# ---- uart_rx ----
**uart_rx: cell sizes after repair**

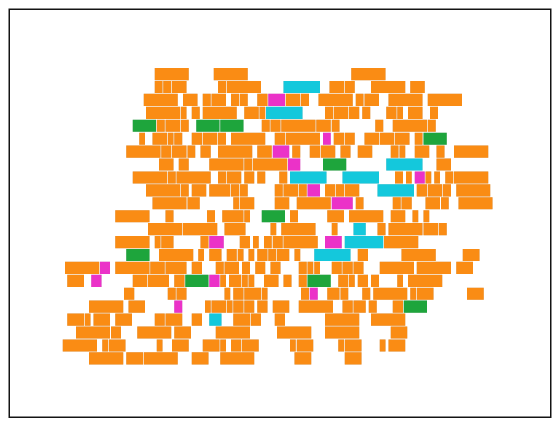

File: src/rtl/uart_rx.sv
// 8N1 UART receiver with mid-bit sampling, framing-error detection and
// break hold-off. Counter scheme matches the companion transmitter.
module uart_rx #(
  parameter int UART_BAUD    = 9600,
  parameter int CLKS_PER_BIT = 12_000_000 / UART_BAUD
) (
  input  logic       SER_CLK,
  input  logic       RST,
  input  logic       RX_DATA,
  output logic [7:0] RX_BYTE,
  output logic       RX_DV,
  output logic       FRAME_ERR,
  output logic       BUSY
);

  localparam logic [31:0] HALF = 32'((CLKS_PER_BIT - 1) / 2);
  localparam logic [31:0] LAST = 32'(CLKS_PER_BIT - 1);

  typedef enum logic [2:0] {
    S_IDLE  = 3'd0,
    S_START = 3'd1,
    S_DATA  = 3'd2,
    S_STOP  = 3'd3,
    S_BREAK = 3'd4
  } state_e;

  state_e      state_q, state_d;
  logic        sync_q, sync_d;
  logic        rx_s_q, rx_s_d;
  logic [31:0] clk_cnt_q, clk_cnt_d;
  logic [2:0]  bit_idx_q, bit_idx_d;
  logic [7:0]  shreg_q, shreg_d;
  logic [7:0]  rx_byte_q, rx_byte_d;
  logic        rx_dv_q, rx_dv_d;
  logic        frame_err_q, frame_err_d;

  always_ff @(posedge SER_CLK) begin
    if (RST) begin
      state_q     <= S_IDLE;
      sync_q      <= 1'b1;
      rx_s_q      <= 1'b1;
      clk_cnt_q   <= '0;
      bit_idx_q   <= '0;
      shreg_q     <= '0;
      rx_byte_q   <= '0;
      rx_dv_q     <= 1'b0;
      frame_err_q <= 1'b0;
    end else begin
      state_q     <= state_d;
      sync_q      <= sync_d;
      rx_s_q      <= rx_s_d;
      clk_cnt_q   <= clk_cnt_d;
      bit_idx_q   <= bit_idx_d;
      shreg_q     <= shreg_d;
      rx_byte_q   <= rx_byte_d;
      rx_dv_q     <= rx_dv_d;
      frame_err_q <= frame_err_d;
    end
  end

  always_comb begin
    sync_d      = RX_DATA;
    rx_s_d      = sync_q;
    state_d     = state_q;
    clk_cnt_d   = clk_cnt_q;
    bit_idx_d   = bit_idx_q;
    shreg_d     = shreg_q;
    rx_byte_d   = rx_byte_q;
    rx_dv_d     = 1'b0;
    frame_err_d = 1'b0;

    unique case (state_q)
      S_IDLE: begin
        clk_cnt_d = '0;
        if (!rx_s_q) state_d = S_START;
      end

      // Re-check the line at mid start bit so short glitches are rejected.
      S_START: begin
        if (clk_cnt_q == HALF) begin
          clk_cnt_d = '0;
          if (!rx_s_q) begin
            state_d   = S_DATA;
            bit_idx_d = '0;
          end else begin
            state_d = S_IDLE;
          end
        end else begin
          clk_cnt_d = clk_cnt_q + 32'd1;
        end
      end

      S_DATA: begin
        if (clk_cnt_q == LAST) begin
          clk_cnt_d          = '0;
          shreg_d[bit_idx_q] = rx_s_q;
          if (bit_idx_q == 3'd7) state_d = S_STOP;
          else                   bit_idx_d = bit_idx_q + 3'd1;
        end else begin
          clk_cnt_d = clk_cnt_q + 32'd1;
        end
      end

      S_STOP: begin
        if (clk_cnt_q == LAST) begin
          clk_cnt_d = '0;
          if (rx_s_q) begin
            rx_byte_d = shreg_q;
            rx_dv_d   = 1'b1;
            state_d   = S_IDLE;
          end else begin
            frame_err_d = 1'b1;
            state_d     = S_BREAK;
          end
        end else begin
          clk_cnt_d = clk_cnt_q + 32'd1;
        end
      end

      // A line held low after a bad stop bit must not look like a new start.
      S_BREAK: begin
        clk_cnt_d = '0;
        if (rx_s_q) state_d = S_IDLE;
      end

      default: begin
        state_d   = S_IDLE;
        clk_cnt_d = '0;
      end
    endcase
  end

  assign RX_BYTE   = rx_byte_q;
  assign RX_DV     = rx_dv_q;
  assign FRAME_ERR = frame_err_q;
  assign BUSY      = (state_q != S_IDLE);

endmodule
File: config.mk
export PLATFORM = sky130hd
export DESIGN_NAME = uart_rx
export DESIGN_NICKNAME = d
export VERILOG_FILES = /design/src/rtl/uart_rx.sv
export SDC_FILE = /design/constraint.sdc
export NUM_CORES = 1
export LEC_CHECK = 0
export ABC_CLOCK_PERIOD_IN_PS = 3750
export CORE_ASPECT_RATIO = 0.7
export CORE_MARGIN = 10
export CORE_UTILIZATION = 46
export DETAILED_ROUTE_END_ITERATION = 12
export HOLD_SLACK_MARGIN = 0.03
export PLACE_DENSITY_LB_ADDON = 0.3
export SYNTH_ARGS = -nofsm -noshare
export SYNTH_HDL_FRONTEND = slang
export SYNTH_SLANG_ARGS = --single-unit
File: constraint.sdc
create_clock -name SER_CLK -period 3.75 [get_ports SER_CLK]
set_input_delay 0.5625 -clock SER_CLK [delete_from_list [all_inputs] [get_ports SER_CLK]]
set_output_delay 0.5625 -clock SER_CLK [all_outputs]
set_load 0.05 [all_outputs]
# ---- io_input_handshake ----
==> src/rtl/io_input_handshake.sv <==
// io_input_handshake: stalls the pipeline on an IN instruction until the user
// confirms with the debounced (active-low) button. On confirmation it captures
// the switch value, zero-extends it to DATA_WIDTH and releases the stall with a
// one-cycle data_valid strobe.
// Optional feature macro: INPUT_TIMEOUT_EN (gives up waiting after
// 2**TIMEOUT_BITS-1 cycles and returns 0 with a sticky timeout flag).
module io_input_handshake #(
    parameter int unsigned DATA_WIDTH   = 32,
    parameter int unsigned SW_WIDTH     = 16,
    parameter int unsigned TIMEOUT_BITS = 26
) (
    input  logic                  clk,
    input  logic                  rst,
    input  logic                  in_req,
    input  logic [SW_WIDTH-1:0]   sw_in,
    input  logic                  btn_pulse_n,
    output logic                  stall,
    output logic [DATA_WIDTH-1:0] data_out,
    output logic                  data_valid,
    output logic                  waiting_led,
    output logic                  timeout
);

    typedef enum logic [2:0] {
        IDLE      = 3'd0,
        FLUSH     = 3'd1,
        WAIT_LOW  = 3'd2,
        WAIT_HIGH = 3'd3,
        DONE      = 3'd4
    } state_t;

    // Elaboration-time parameter sanity check
    if (DATA_WIDTH < SW_WIDTH || TIMEOUT_BITS < 1) begin : g_param_check
        $error("io_input_handshake: DATA_WIDTH must be >= SW_WIDTH and TIMEOUT_BITS >= 1");
    end

    state_t state;
    state_t next_state;
    logic   waiting_c;
    logic   tmo_hit_c;
    logic   capture_c;
    logic   data_valid_nxt;
    logic   waiting_led_nxt;

    assign waiting_c = (state == FLUSH) || (state == WAIT_LOW);

`ifdef INPUT_TIMEOUT_EN
    logic [TIMEOUT_BITS-1:0] to_cnt;

    // An abort (in_req low) takes priority over an expiring timeout
    assign tmo_hit_c = in_req && waiting_c && (&to_cnt);

    // Wait-cycle counter: runs only while waiting for the user
    always_ff @(posedge clk) begin
        if (rst) begin
            to_cnt <= '0;
        end else if (waiting_c) begin
            to_cnt <= to_cnt + TIMEOUT_BITS'(1);
        end else begin
            to_cnt <= '0;
        end
    end

    // Sticky timeout flag, cleared when the next transaction starts
    always_ff @(posedge clk) begin
        if (rst) begin
            timeout <= 1'b0;
        end else if (state == IDLE && in_req) begin
            timeout <= 1'b0;
        end else if (tmo_hit_c) begin
            timeout <= 1'b1;
        end
    end
`else
    assign tmo_hit_c = 1'b0;
    assign timeout   = 1'b0;
`endif

    // State register
    always_ff @(posedge clk) begin
        if (rst) begin
            state <= IDLE;
        end else begin
            state <= next_state;
        end
    end

    // Next-state logic; a press already low at request time is flushed first
    always_comb begin
        next_state = state;
        case (state)
            IDLE: begin
                if (in_req) begin
                    next_state = btn_pulse_n ? WAIT_LOW : FLUSH;
                end
            end
            FLUSH: begin
                if (!in_req) begin
                    next_state = IDLE;
                end else if (tmo_hit_c) begin
                    next_state = DONE;
                end else if (btn_pulse_n) begin
                    next_state = WAIT_LOW;
                end
            end
            WAIT_LOW: begin
                if (!in_req) begin
                    next_state = IDLE;
                end else if (tmo_hit_c) begin
                    next_state = DONE;
                end else if (!btn_pulse_n) begin
                    next_state = WAIT_HIGH;
                end
            end
            WAIT_HIGH: begin
                if (!in_req) begin
                    next_state = IDLE;
                end else if (btn_pulse_n) begin
                    next_state = DONE;
                end
            end
            DONE: begin
                next_state = IDLE;
            end
            default: begin
                next_state = IDLE;
            end
        endcase
    end

    // Output decode: combinational stall plus next values of registered outputs
    always_comb begin
        stall           = in_req && (state != DONE);
        capture_c       = (state == WAIT_LOW) && in_req && !btn_pulse_n && !tmo_hit_c;
        data_valid_nxt  = (next_state == DONE);
        waiting_led_nxt = (next_state == FLUSH) || (next_state == WAIT_LOW);
    end

    // Registered status outputs, aligned with the state register
    always_ff @(posedge clk) begin
        if (rst) begin
            data_valid  <= 1'b0;
            waiting_led <= 1'b0;
        end else begin
            data_valid  <= data_valid_nxt;
            waiting_led <= waiting_led_nxt;
        end
    end

    // Captured data: holds between transactions, zeroed on timeout
    always_ff @(posedge clk) begin
        if (rst) begin
            data_out <= '0;
        end else if (tmo_hit_c) begin
            data_out <= '0;
        end else if (capture_c) begin
            data_out <= DATA_WIDTH'(sw_in);
        end
    end

endmodule
==> config.mk <==
export PLATFORM = sky130hd
export DESIGN_NAME = io_input_handshake
export DESIGN_NICKNAME = d
export VERILOG_FILES = /design/src/rtl/io_input_handshake.sv
export SDC_FILE = /design/constraint.sdc
export NUM_CORES = 1
export LEC_CHECK = 0
export ABC_CLOCK_PERIOD_IN_PS = 1950
export CAP_MARGIN = 0
export CORE_ASPECT_RATIO = 1.25
export CORE_MARGIN = 5
export CORE_UTILIZATION = 41
export DETAILED_ROUTE_END_ITERATION = 16
export GPL_TIMING_DRIVEN = 0
export MAX_ROUTING_LAYER = met4
export PLACE_DENSITY_LB_ADDON = 0.2
export SYNTH_ARGS = -nofsm -noshare
export SYNTH_HDL_FRONTEND = slang
export SYNTH_SLANG_ARGS = --single-unit
==> constraint.sdc <==
create_clock -name clk -period 1.95 [get_ports clk]
set_clock_uncertainty 0.1 [all_clocks]
set_input_delay 0.39 -clock clk [delete_from_list [all_inputs] [get_ports clk]]
set_output_delay 0.39 -clock clk [all_outputs]
set_load 0.05 [all_outputs]
**io_input_handshake: cell sizes after repair**

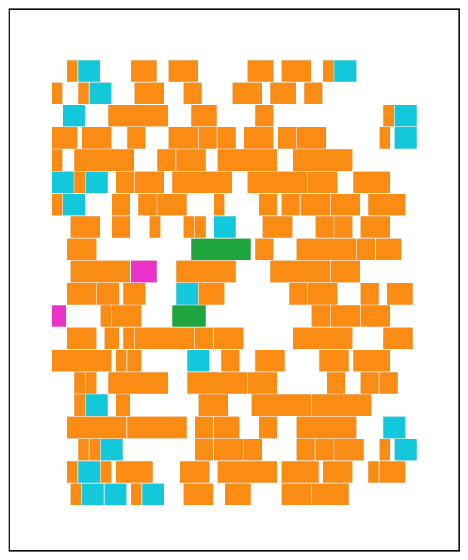
[x1 and smaller] orange | cells: 139
[x3 and x4] cyan | cells: 20
[x6 and larger] green | cells: 2
[x2] magenta | cells: 2
Non-clock buffers: 60
design area: 1530 µm²
area grow syn2layout: 49.1%
fin worst setup slack: 0.0551 ns

==> metrics.csv, io_input_handshake <==
stage,metric,value,unit
finish,fillers,225,
setup_path,end_kind,output pin,
finish,logic_area,495,µm²
finish,comb_share,0.324,
route,drt-met1-wl,862,µm
clock_network,cts_buffers,3,
floorplanning,io_pins,56,
setup_path,reg2reg_from,state[1]$_SDFF_PP0_,
pwr,seqPwrFrac,0.512,
status,status,"finished, final reports clean",
hold_path,hold_class,register to register,
route,route.met3.wl,175,µm
clock_network,clock-sinks,21,
floorplanning,die_x,54.7,µm
clock_network,cts_resized,14,
finish,diodes,0,
synthesis,ys_ff,21,
pwr,power_density,563,nW/µm²
global_routing,antenna_found_initial,0,
route,ant_nets,0,
placement,portBuffers,38,
setup_path,cp_num_buf_inv,1,
global_routing,grt_pass1_vias,792,
pwr,p_sw,0.000256,W
finish,clk_share,0.0172,
synthesis,ys_warn_count,0,
global_routing,use_met2,0.234,
clock_network,clockBufferDepth,2,
pwr,p_sw_frac,0.298,
## io_input_handshake: cells in the mapped netlist
| master | instances |
|---|---|
| conb_1 | 1 |
| nand2b_1 | 32 |
| o21ai_0 | 1 |
| or2b_1 | 1 |
| buf_6 | 1 |
| dfxtp_1 | 21 |
| buf_12 | 1 |
| nand3_1 | 1 |
| buf_4 | 17 |
| or3b_2 | 1 |
| nor2_1 | 6 |
| a21boi_0 | 1 |
| a21oi_1 | 1 |
| clkbuf_1 | 3 |
| mux2i_1 | 16 |
| and4b_1 | 1 |
## io_input_handshake: worst min path at each step
stage	end	cells past startpoint	slack, ns
6_report	data_out[0]$_SDFFE_PP0P_	2	0.38
5_1_grt	data_out[8]$_SDFFE_PP0P_	2	0.40
4_1_cts	data_out[8]$_SDFFE_PP0P_	2	0.38
3_5_place_dp	data_out[8]$_SDFFE_PP0P_	2	0.37
3_3_place_gp	data_out[6]$_SDFFE_PP0P_	2	0.36
2_1_floorplan	waiting_led$_SDFF_PP0_	1	0.35
## io_input_handshake: sequential cells by signal (all words and copies together), names as in the netlist
signal and count:
data_out 16, data_valid 1, state 3, waiting_led 1
**uart_rx: met2 routing**

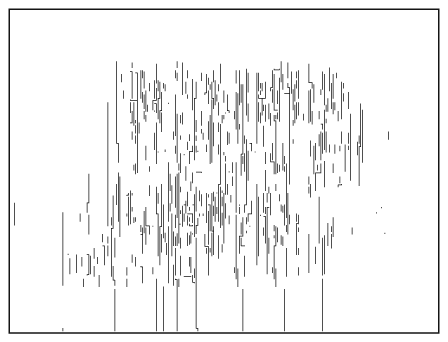
wire length on this layer: 2190 µm
nets with wire on the layer: 239
longest straight run: 32.8 µm
share of all routed wire: 38%
main direction: vertical
via count: 2146
GRT met2 Usage: 0.146

Notes on 'cell sizes after repair' of uart_rx above:
[x1 and smaller] orange | cells: 283
[x3 and x4] cyan | cells: 10
[x6 and larger] green | cells: 10
[x2] magenta | cells: 14
design area: 3160 µm²
fin worst setup slack: 1.10 ns
Non-clock buffers: 15
area grow syn2layout: 11.7%

==> metrics.csv, uart_rx <==
stage,metric,value,unit
status,status,"finished, final reports clean",
floorplanning,taps,75,
pwr,power_density,369,nW/µm²
finish,seq_share,0.368,
synthesis,yosysChipArea,2830,µm²
finish,drive_gt1_frac,0.107,
synthesis,yosys-top-cells-count,"dfxtp_1, nor3_1, xor2_1",
global_routing,grt_usage,0.120,
synthesis,synth_area_leader_cell,dfxtp_1,
setup_path,end_kind,output pin,
sta,finalSetupViolCount,0,
finish,largest_class,multi-input combinational cells,
global_routing,grt_max_degree,36,
placement,dpl_cell_area,2990,µm²
synthesis,edf_count,0,
synthesis,fp_nets,308,
synthesis,ys_ff,58,
synthesis,syn_inst,300,
clock_network,root_buffer,clkbuf_8,
setup_path,slowest_delay,0.80,ns
placement,post-dp-hpwl,3990,µm
route,wire_per_inst,14.5,µm
finish,fillers,542,
sta,finalSetupTns,0,ns
[uart_rx: logic make-up after synthesis]
logic type               share of synthesized area
XOR/XNOR                                    0.0930
AND/OR/NAND/NOR                              0.332
flip-flops                                   0.411
multiplexers                                0.0540
buffers and inverters                       0.0350
AND-OR/OR-AND                               0.0527
adder cells (fa/ha/maj)                     0.0221
[uart_rx: final timing paths]
kind / cells past startpoint / end / start
hold / removal: 1 / rx_s_q$_SDFF_PP1_ / rx_s_d$_SDFF_PP1_
setup reg to reg: 6 / clk_cnt_q[30]$_SDFF_PP0_ / clk_cnt_q[2]$_SDFF_PP0_
hold reg to reg: 1 / rx_s_q$_SDFF_PP1_ / rx_s_d$_SDFF_PP1_
setup / recovery: 3 / BUSY / state_q[1]$_SDFFE_PP0P_
[uart_rx: metrics by stage]
stage | power (W) | std cells
floorplan | 0.000682 | 300
global placement | 0.000695 | 376
detailed placement | 0.000694 | 376
CTS | 0.00118 | 392
global route | 0.00121 | 392
finish | 0.00116 | 392
[uart_rx: power by group]
group	switching, W	total (W)	internal (W)
Sequential	0.00000604	0.000626	0.000620
Combinational	0.0000384	0.0000558	0.0000174
Clock	0.000228	0.000482	0.000255
Total	0.000272	0.00116	0.000892

==> notes/layouts.md <==
Pictures saved along the way, in no particular order.

Placed cells, one colour a class.
Bar = 20 µm. Fill, decap, tap and diode cells in grey.
shot_01.png
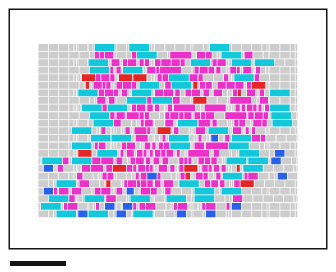
shot_02.png
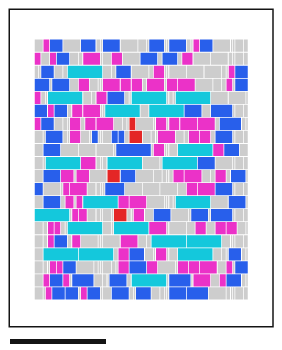
The one with the most cells is shot_01.png.
The one with the highest utilization is shot_02.png.
| from | picture |
|---|---|
| uart_rx | shot_01.png |
| io_input_handshake | shot_02.png |

Key to shot_02.png:
[remaining logic cells] magenta | cells: 78 | share of their area: 33%
[sequential cells] cyan | cells: 21 | share of their area: 28%
[remaining buffers and delay cells] blue | cells: 60 | share of their area: 37%
[clock drivers and dummy loads] red | cells: 4 | share of their area: 1.8%



## Gallery

Gate families picked out.
panel A
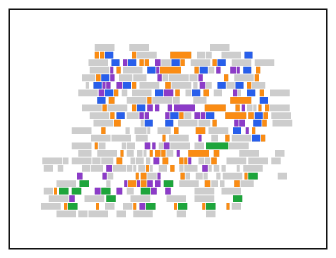
panel B
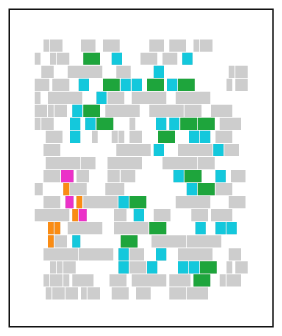
- panel A = uart_rx
- panel B = io_input_handshake
The one with the most cells is panel A.

Power figures rest on the tool's default switching activity, not on a simulated workload.
